# rr_bank_arbiter

rr_bank_arbiter, metal 1:
Scale bar: 20 um.
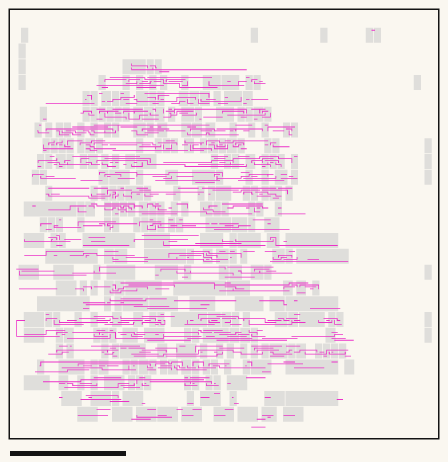

[config.mk]
export PLATFORM = sky130hd
export DESIGN_NAME = rr_bank_arbiter
export DESIGN_NICKNAME = d
export VERILOG_FILES = /design/src/rtl/rr_arb_pkg.sv /design/src/rtl/rr_pick.sv /design/src/rtl/rr_bank_arbiter.sv
export SDC_FILE = /design/constraint.sdc
export NUM_CORES = 1
export LEC_CHECK = 0
export ABC_AREA = 1
export CAP_MARGIN = 40
export CORE_UTILIZATION = 35
export DETAILED_ROUTE_END_ITERATION = 10
export HOLD_SLACK_MARGIN = 0.06
export PLACE_DENSITY = 0.69
export SETUP_SLACK_MARGIN = 0.02
export SLEW_MARGIN = 20
export SYNTH_ARGS = -nofsm -noshare
export SYNTH_HDL_FRONTEND = slang
export SYNTH_SLANG_ARGS = --single-unit
[constraint.sdc]
create_clock -name clk -period 3.65 [get_ports clk]
set_input_delay 0.73 -clock clk [delete_from_list [all_inputs] [get_ports clk]]
set_output_delay 0.73 -clock clk [all_outputs]
set_load 0.05 [all_outputs]
[src/rtl/rr_arb_pkg.sv]
`default_nettype none
// =============================================================================
// Module  : rr_arb_pkg
// Brief   : Shared types, default constants and width helper for rr_bank_arbiter.
// Rev     : 1.0  initial release
// =============================================================================
package rr_arb_pkg;

  localparam int DEF_NUM_REQ   = 8;
  localparam int DEF_MAX_BURST = 4;
  localparam int DEF_CNT_W     = 16;

  typedef enum logic [0:0] {
    ST_IDLE  = 1'b0,
    ST_GRANT = 1'b1
  } arb_state_t;

  function automatic int rr_clog2(input int value);
    int r;
    r = 0;
    for (int v = value - 1; v > 0; v = v >> 1) begin
      r = r + 1;
    end
    return r;
  endfunction

endpackage : rr_arb_pkg
`default_nettype wire

[src/rtl/rr_pick.sv]
`default_nettype none
// =============================================================================
// Module  : rr_pick
// Brief   : Rotating priority encoder: first set bit of (req & ~mask) at or after ptr.
// Rev     : 1.0  initial release
// =============================================================================
module rr_pick
  import rr_arb_pkg::*;
#(
  parameter int NUM_REQ = DEF_NUM_REQ,
  parameter int IDX_W   = rr_clog2(NUM_REQ)
) (
  input  logic [NUM_REQ-1:0] i_req,
  input  logic [NUM_REQ-1:0] i_mask,
  input  logic [IDX_W-1:0]   i_ptr,
  output logic               o_found,
  output logic [IDX_W-1:0]   o_idx
);

  logic [NUM_REQ-1:0] w_eff;

  assign w_eff   = i_req & ~i_mask;
  assign o_found = |w_eff;

  // Scan farthest-first so the candidate closest to i_ptr is written last and wins;
  // NUM_REQ is a power of two, so the index addition wraps for free.
  always_comb begin
    logic [IDX_W-1:0] w_pos;
    o_idx = '0;
    w_pos = '0;
    for (int i = NUM_REQ - 1; i >= 0; i--) begin
      w_pos = i_ptr + IDX_W'(i);
      if (w_eff[w_pos]) begin
        o_idx = w_pos;
      end
    end
  end

endmodule : rr_pick
`default_nettype wire

[src/rtl/rr_bank_arbiter.sv]
`default_nettype none
// =============================================================================
// Module  : rr_bank_arbiter
// Brief   : Round-robin, burst-bounded arbiter for one shared write port.
//           Define RR_ARB_STATS_EN to build the saturating grant_count counter.
// Rev     : 1.0  initial release
// =============================================================================
module rr_bank_arbiter
  import rr_arb_pkg::*;
#(
  parameter int NUM_REQ   = DEF_NUM_REQ,
  parameter int IDX_W     = rr_clog2(NUM_REQ),
  parameter int MAX_BURST = DEF_MAX_BURST,
  parameter int CNT_W     = DEF_CNT_W
) (
  input  logic               clk,
  input  logic               rstn,
  input  logic [NUM_REQ-1:0] req,
  input  logic               ready,
  output logic               grant_valid,
  output logic [IDX_W-1:0]   grant_idx,
  output logic [NUM_REQ-1:0] grant_onehot,
  output logic               xfer,
  output logic [CNT_W-1:0]   grant_count
);

  localparam int BURST_W = rr_clog2(MAX_BURST + 1);

  arb_state_t           r_state;
  arb_state_t           w_state_nxt;
  logic [IDX_W-1:0]     r_grant_idx;
  logic [IDX_W-1:0]     w_idx_nxt;
  logic [IDX_W-1:0]     r_rr_ptr;
  logic [IDX_W-1:0]     w_ptr_nxt;
  logic [BURST_W-1:0]   r_burst_cnt;
  logic [BURST_W-1:0]   w_burst_nxt;

  logic                 w_valid;
  logic                 w_req_hit;
  logic                 w_xfer;
  logic                 w_last_beat;
  logic                 w_release;
  logic [IDX_W-1:0]     w_next_ptr;
  logic [IDX_W-1:0]     w_pick_ptr;
  logic [NUM_REQ-1:0]   w_pick_mask;
  logic                 w_found;
  logic [IDX_W-1:0]     w_pick_idx;

  assign w_valid     = (r_state == ST_GRANT);
  assign w_req_hit   = req[r_grant_idx];
  assign w_xfer      = w_valid & ready & w_req_hit;
  assign w_last_beat = (int'(r_burst_cnt) + 1) >= MAX_BURST;
  assign w_release   = w_valid & (~w_req_hit | (w_xfer & w_last_beat));
  assign w_next_ptr  = r_grant_idx + IDX_W'(1);

  // On release the scan restarts just past the current owner, who is masked out
  // so it cannot win twice in a row.
  assign w_pick_ptr  = w_release ? w_next_ptr : r_rr_ptr;
  assign w_pick_mask = w_release ? (NUM_REQ'(1) << r_grant_idx) : '0;

  rr_pick #(
    .NUM_REQ (NUM_REQ),
    .IDX_W   (IDX_W)
  ) u_pick (
    .i_req   (req),
    .i_mask  (w_pick_mask),
    .i_ptr   (w_pick_ptr),
    .o_found (w_found),
    .o_idx   (w_pick_idx)
  );

  always_comb begin
    w_state_nxt = r_state;
    w_idx_nxt   = r_grant_idx;
    w_ptr_nxt   = r_rr_ptr;
    w_burst_nxt = r_burst_cnt;
    case (r_state)
      ST_IDLE: begin
        if (w_found) begin
          w_state_nxt = ST_GRANT;
          w_idx_nxt   = w_pick_idx;
          w_burst_nxt = '0;
        end
      end
      ST_GRANT: begin
        if (w_release) begin
          w_ptr_nxt   = w_next_ptr;
          w_burst_nxt = '0;
          if (w_found) begin
            w_idx_nxt = w_pick_idx;
          end else begin
            w_state_nxt = ST_IDLE;
          end
        end else if (w_xfer) begin
          w_burst_nxt = r_burst_cnt + BURST_W'(1);
        end
      end
      default: begin
        w_state_nxt = ST_IDLE;
      end
    endcase
  end

  always_ff @(posedge clk or negedge rstn) begin
    if (!rstn) begin
      r_state     <= ST_IDLE;
      r_grant_idx <= '0;
      r_rr_ptr    <= '0;
      r_burst_cnt <= '0;
    end else begin
      r_state     <= w_state_nxt;
      r_grant_idx <= w_idx_nxt;
      r_rr_ptr    <= w_ptr_nxt;
      r_burst_cnt <= w_burst_nxt;
    end
  end

  assign grant_valid  = w_valid;
  assign grant_idx    = r_grant_idx;
  assign grant_onehot = w_valid ? (NUM_REQ'(1) << r_grant_idx) : '0;
  assign xfer         = w_xfer;

`ifdef RR_ARB_STATS_EN
  logic [CNT_W-1:0] r_grant_count;

  always_ff @(posedge clk or negedge rstn) begin
    if (!rstn) begin
      r_grant_count <= '0;
    end else if (w_xfer && (r_grant_count != {CNT_W{1'b1}})) begin
      r_grant_count <= r_grant_count + CNT_W'(1);
    end
  end

  assign grant_count = r_grant_count;
`else
  assign grant_count = '0;
`endif

endmodule : rr_bank_arbiter
`default_nettype wire

# instr_fetch_unit

File: config.mk
export PLATFORM = sky130hd
export DESIGN_NAME = instr_fetch_unit
export DESIGN_NICKNAME = d
export VERILOG_FILES = /design/src/rtl/fetch_pkg.sv /design/src/rtl/instr_fetch_unit.sv
export SDC_FILE = /design/constraint.sdc
export NUM_CORES = 1
export LEC_CHECK = 0
export ABC_AREA = 1
export CORE_MARGIN = 3
export CORE_UTILIZATION = 35
export DETAILED_ROUTE_END_ITERATION = 16
export PLACE_DENSITY_LB_ADDON = 0.15
export SLEW_MARGIN = 20
export SYNTH_ARGS = -nofsm -noshare
export SYNTH_HDL_FRONTEND = slang
export SYNTH_SLANG_ARGS = --single-unit
File: constraint.sdc
create_clock -name clk -period 1.5 [get_ports clk]
set_input_delay 0.3 -clock clk [delete_from_list [all_inputs] [get_ports clk]]
set_output_delay 0.3 -clock clk [all_outputs]
set_load 0.01 [all_outputs]
File: src/rtl/fetch_pkg.sv
// Shared types and constants for the instruction fetch unit.
package fetch_pkg;
  typedef enum logic [1:0] {
    FETCH_HI = 2'd0,
    FETCH_LO = 2'd1,
    HOLD     = 2'd2,
    HALTED   = 2'd3
  } fetch_state_e;

  localparam logic [15:0] HALT_OPCODE = 16'h0000;
  localparam int          INSTR_BYTES = 2;
endpackage

File: src/rtl/instr_fetch_unit.sv
// Sequential byte-wide instruction fetcher: builds 16-bit words high byte first and
// offers them on a valid/ready handshake, with branch redirect and HALT detection.
//
// state    | meaning
// FETCH_HI | address=pc, capture high byte
// FETCH_LO | address=pc+1, assemble word, raise valid, advance pc
// HOLD     | word presented, wait for ready
// HALTED   | HALT word accepted, idle until branch or reset
module instr_fetch_unit
  import fetch_pkg::*;
#(
  parameter int                 ADDR_W   = 8,
  parameter int                 INSTR_W  = 16,
  parameter logic [ADDR_W-1:0]  RESET_PC = '0
) (
  input  logic               clk,
  input  logic               rst_n,
  output logic [ADDR_W-1:0]  address,
  input  logic [7:0]         data,
  output logic [INSTR_W-1:0] instr,
  output logic [ADDR_W-1:0]  instr_pc,
  output logic               instr_valid,
  input  logic               instr_ready,
  input  logic               branch_en,
  input  logic [ADDR_W-1:0]  branch_target,
  output logic               halted
);

  fetch_state_e       state_q, state_d;
  logic [ADDR_W-1:0]  pc_q, pc_d;
  logic [7:0]         hi_byte_q, hi_byte_d;
  logic [INSTR_W-1:0] instr_q, instr_d;
  logic [ADDR_W-1:0]  instr_pc_q, instr_pc_d;
  logic               instr_valid_q, instr_valid_d;

  always_ff @(posedge clk or negedge rst_n) begin
    if (!rst_n) begin
      state_q       <= FETCH_HI;
      pc_q          <= RESET_PC;
      hi_byte_q     <= '0;
      instr_q       <= '0;
      instr_pc_q    <= '0;
      instr_valid_q <= 1'b0;
    end else begin
      state_q       <= state_d;
      pc_q          <= pc_d;
      hi_byte_q     <= hi_byte_d;
      instr_q       <= instr_d;
      instr_pc_q    <= instr_pc_d;
      instr_valid_q <= instr_valid_d;
    end
  end

  always_comb begin
    address = pc_q;
    if (state_q == FETCH_LO) address = pc_q + ADDR_W'(1);
  end

  always_comb begin
    state_d       = state_q;
    pc_d          = pc_q;
    hi_byte_d     = hi_byte_q;
    instr_d       = instr_q;
    instr_pc_d    = instr_pc_q;
    instr_valid_d = instr_valid_q;

    // Branch overrides everything, including a same-cycle accept in HOLD.
    if (branch_en) begin
      pc_d          = branch_target;
      instr_valid_d = 1'b0;
      state_d       = FETCH_HI;
    end else begin
      case (state_q)
        FETCH_HI: begin
          hi_byte_d = data;
          state_d   = FETCH_LO;
        end
        FETCH_LO: begin
          instr_d       = {hi_byte_q, data};
          instr_pc_d    = pc_q;
          instr_valid_d = 1'b1;
          pc_d          = pc_q + ADDR_W'(INSTR_BYTES);
          state_d       = HOLD;
        end
        HOLD: begin
          if (instr_ready) begin
            instr_valid_d = 1'b0;
            state_d = (instr_q == INSTR_W'(HALT_OPCODE)) ? HALTED : FETCH_HI;
          end
        end
        HALTED: ;
        default: state_d = FETCH_HI;
      endcase
    end
  end

  assign instr       = instr_q;
  assign instr_pc    = instr_pc_q;
  assign instr_valid = instr_valid_q;
  assign halted      = (state_q == HALTED);

endmodule

instr_fetch_unit, signal wires on met4:
Scale bar: 20 um.
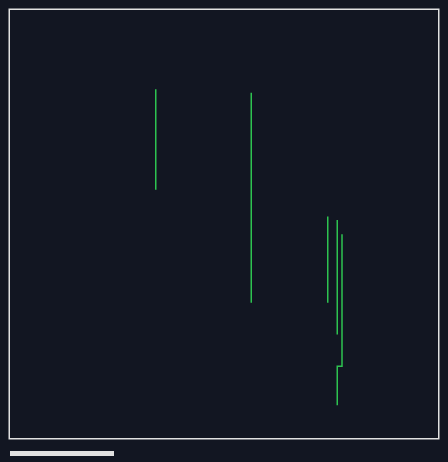
The layer holds 2.2% of the routed length. The layer carries 131 um of wire. 5 nets have wire on it. The wires run mostly vertical.

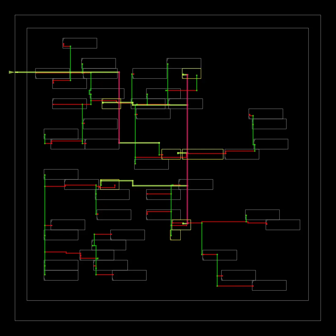
instr_fetch_unit: clock nets
Skew-Pair Late Insertion Delay: 300 ps
Num CTS Buffers: 5
# clock sinks: 43
Clock Buffer Count: 5
Final Skew: 2.006 ps

==> flow_metrics.tcl, instr_fetch_unit <==
# place-and-route summary
set metrics [dict create \
    final_cells 427 \
    path_depth 7 \
    utilization_pct 63.46 \
    dp_cells 398 \
    wirelength_um 5850 \
    violations "negative setup slack" \
    worst_hold_slack_ps 480.5 \
    avgRoutedWirePerCell_um 13.70 \
    nWellTaps 72 \
    status "complete, but fails checks" \
    tool_warnings 31 \
    rows 27 \
    grt_antenna_before_repair 0 \
    syn-cell-area_sq_um 2043 \
    ctsHtreeMaxLevel 2 \
    r2r_slack_ps -240 \
    fin_setup_tns_ps -7615 \
    worst_pin_slew_ps 290.0 \
    holdPathStages 2 \
    largest_reg_flops 16 \
    n_all_inverters 27 \
    vias 1988 \
    use_met3_pct 4.013 \
    period_needed_ps 1809 \
    setup_violations 41 \
    fillers 495 \
    ff2ff_path_depth 11 \
    finalHoldViolCount 0 \
    initial_core_util_pct 36.66 \
    yosys_warnings 0 \
    die_h_um 82.41 \
    synth.most_common_cell "nand2_1" \
    routabilityCongestion 0.7827 \
    hold_buffers 1 \
    timing.final.ws_setup_ps -308.6 \
    critPathLaunchType "flip-flop" \
]
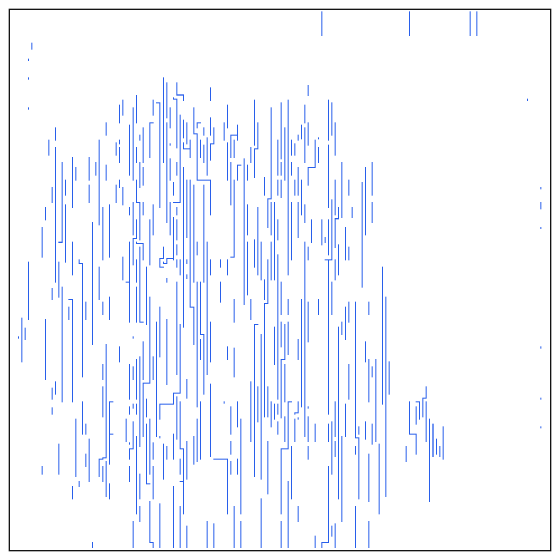
rr_bank_arbiter: M2 wires
The layer carries 1990 um of wire. 272 nets have wire on it. The wires run mostly vertical. The layer holds 46% of the routed length. The longest straight run is 27.2 um.
final WL: 4322 um
Vias: 1806
GR Util met2: 28.13%

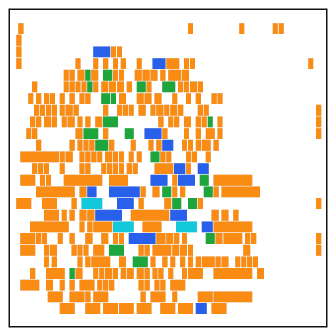
rr_bank_arbiter: sizing map
Key: orange = drive 1 or less [cells 293, share 88%, most used nand2_1]; cyan = drive 6 and up [cells 3, share 0.90%, most used clkbuf_8]; green = drive 2 [cells 22, share 6.6%, most used nand2_2]; blue = drive 3 to 4 [cells 16, share 4.8%, most used nand2_4]
Area growth syn-to-layout: 14.53%
min setup slack post-route: 438.9 ps
fin area: 2061 sq um

About 'metal 1' of rr_bank_arbiter:
The wires run mostly horizontal. 317 nets have wire on it. The layer carries 2160 um of wire.

==> flow_metrics.tcl, rr_bank_arbiter <==
# place-and-route summary
set metrics [dict create \
    crit_type "in2reg" \
    path_delay_family "simple AND/OR/NAND/NOR gates" \
    finalHoldViolCount 0 \
    ys.flop_type "dfrtp_1" \
    buffer_area_share_pct 12.51 \
    comb_share_pct 60.78 \
    ys_top_logic_family "simple AND/OR/NAND/NOR gates" \
    grt_max_degree 15 \
    worst_hold_slack_ps 519.0 \
    wirelength_met1_um 2161 \
    synth_flops 10 \
    worst_ep_required_time_ps 3770 \
    r2r_start "grant_idx[0]$_DFFE_PN0P_" \
    ff2ff_path_depth 22 \
    endpoint_kind "flip-flop" \
    path_cells "clkdlybuf4s50_1 -> inv_1 -> nand2_1 -> nand3_1 -> nand3_2 -> nand3_4 -> nand2_4 -> nand2_1 -> nand2_4 -> ha_1 -> inv_1 -> nand3_1 -> nand3_1 -> nand2_2 -> a21oi_1 -> nand3_1 -> nand2_1 -> nand2_1 -> nand2_1 -> nand2_1 -> nand2_1 -> nand2_1" \
    grt_usage_pct 17.52 \
    r2r-end "grant_idx[1]$_DFFE_PN0P_" \
    flops 10 \
    cpPeakStageDelay_ps 490 \
    final-clk-cell-share_pct 2.004 \
    top_cells_by_area "nand2_1 (27%), dfrtp_1 (14%), nand3_1 (9.5%), inv_1 (8.3%), buf_4 (6.7%)" \
    avgRoutedWirePerCell_um 10.78 \
    post_cts_buffers 0 \
    dr_wl_met3_um 153 \
    r2r_slack_ps 660 \
    clock_path_buffers 2 \
    n_all_inverters 46 \
    clock_skew_ps 5.375 \
    rows 25 \
    most-common-layout-cells "nand2_1 (128), inv_1 (40), nand3_1 (34)" \
    firstDrtPassIters 5 \
    hold_path_end "r_rr_ptr[0]$_DFFE_PN0P_" \
    drc 0 \
    hold_buffers 0 \
    die_h_um 73.70 \
    edf_count 0 \
    status "completed" \
    post-route-period-util_pct 87.97 \
    cpMaxStageDelayCell "clkdlybuf4s50_1" \
    min_path_type "reg2reg" \
    period_needed_ps 3211 \
    n_antenna_cell 0 \
    synth_stat.cells 312 \
    critPathBufInv 3 \
]

==> notes/layouts.md <==
Pictures saved along the way, in no particular order.

Met3 routing.
Scale bar: 20 um.
shot_01.png
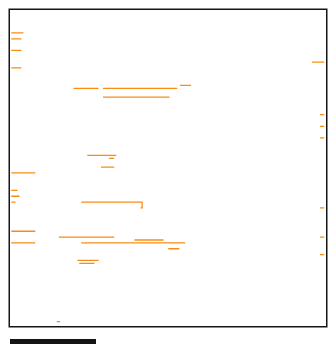
shot_02.png
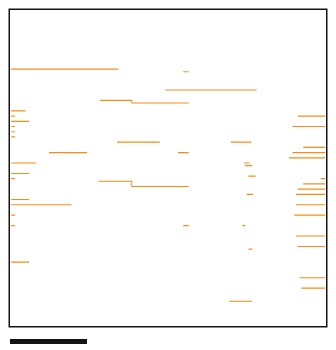
shot_02.png is instr_fetch_unit.
shot_01.png is rr_bank_arbiter.
The one with the largest die is shot_02.png.

Key to shot_02.png:
The layer carries 288 um of wire. 38 nets have wire on it.


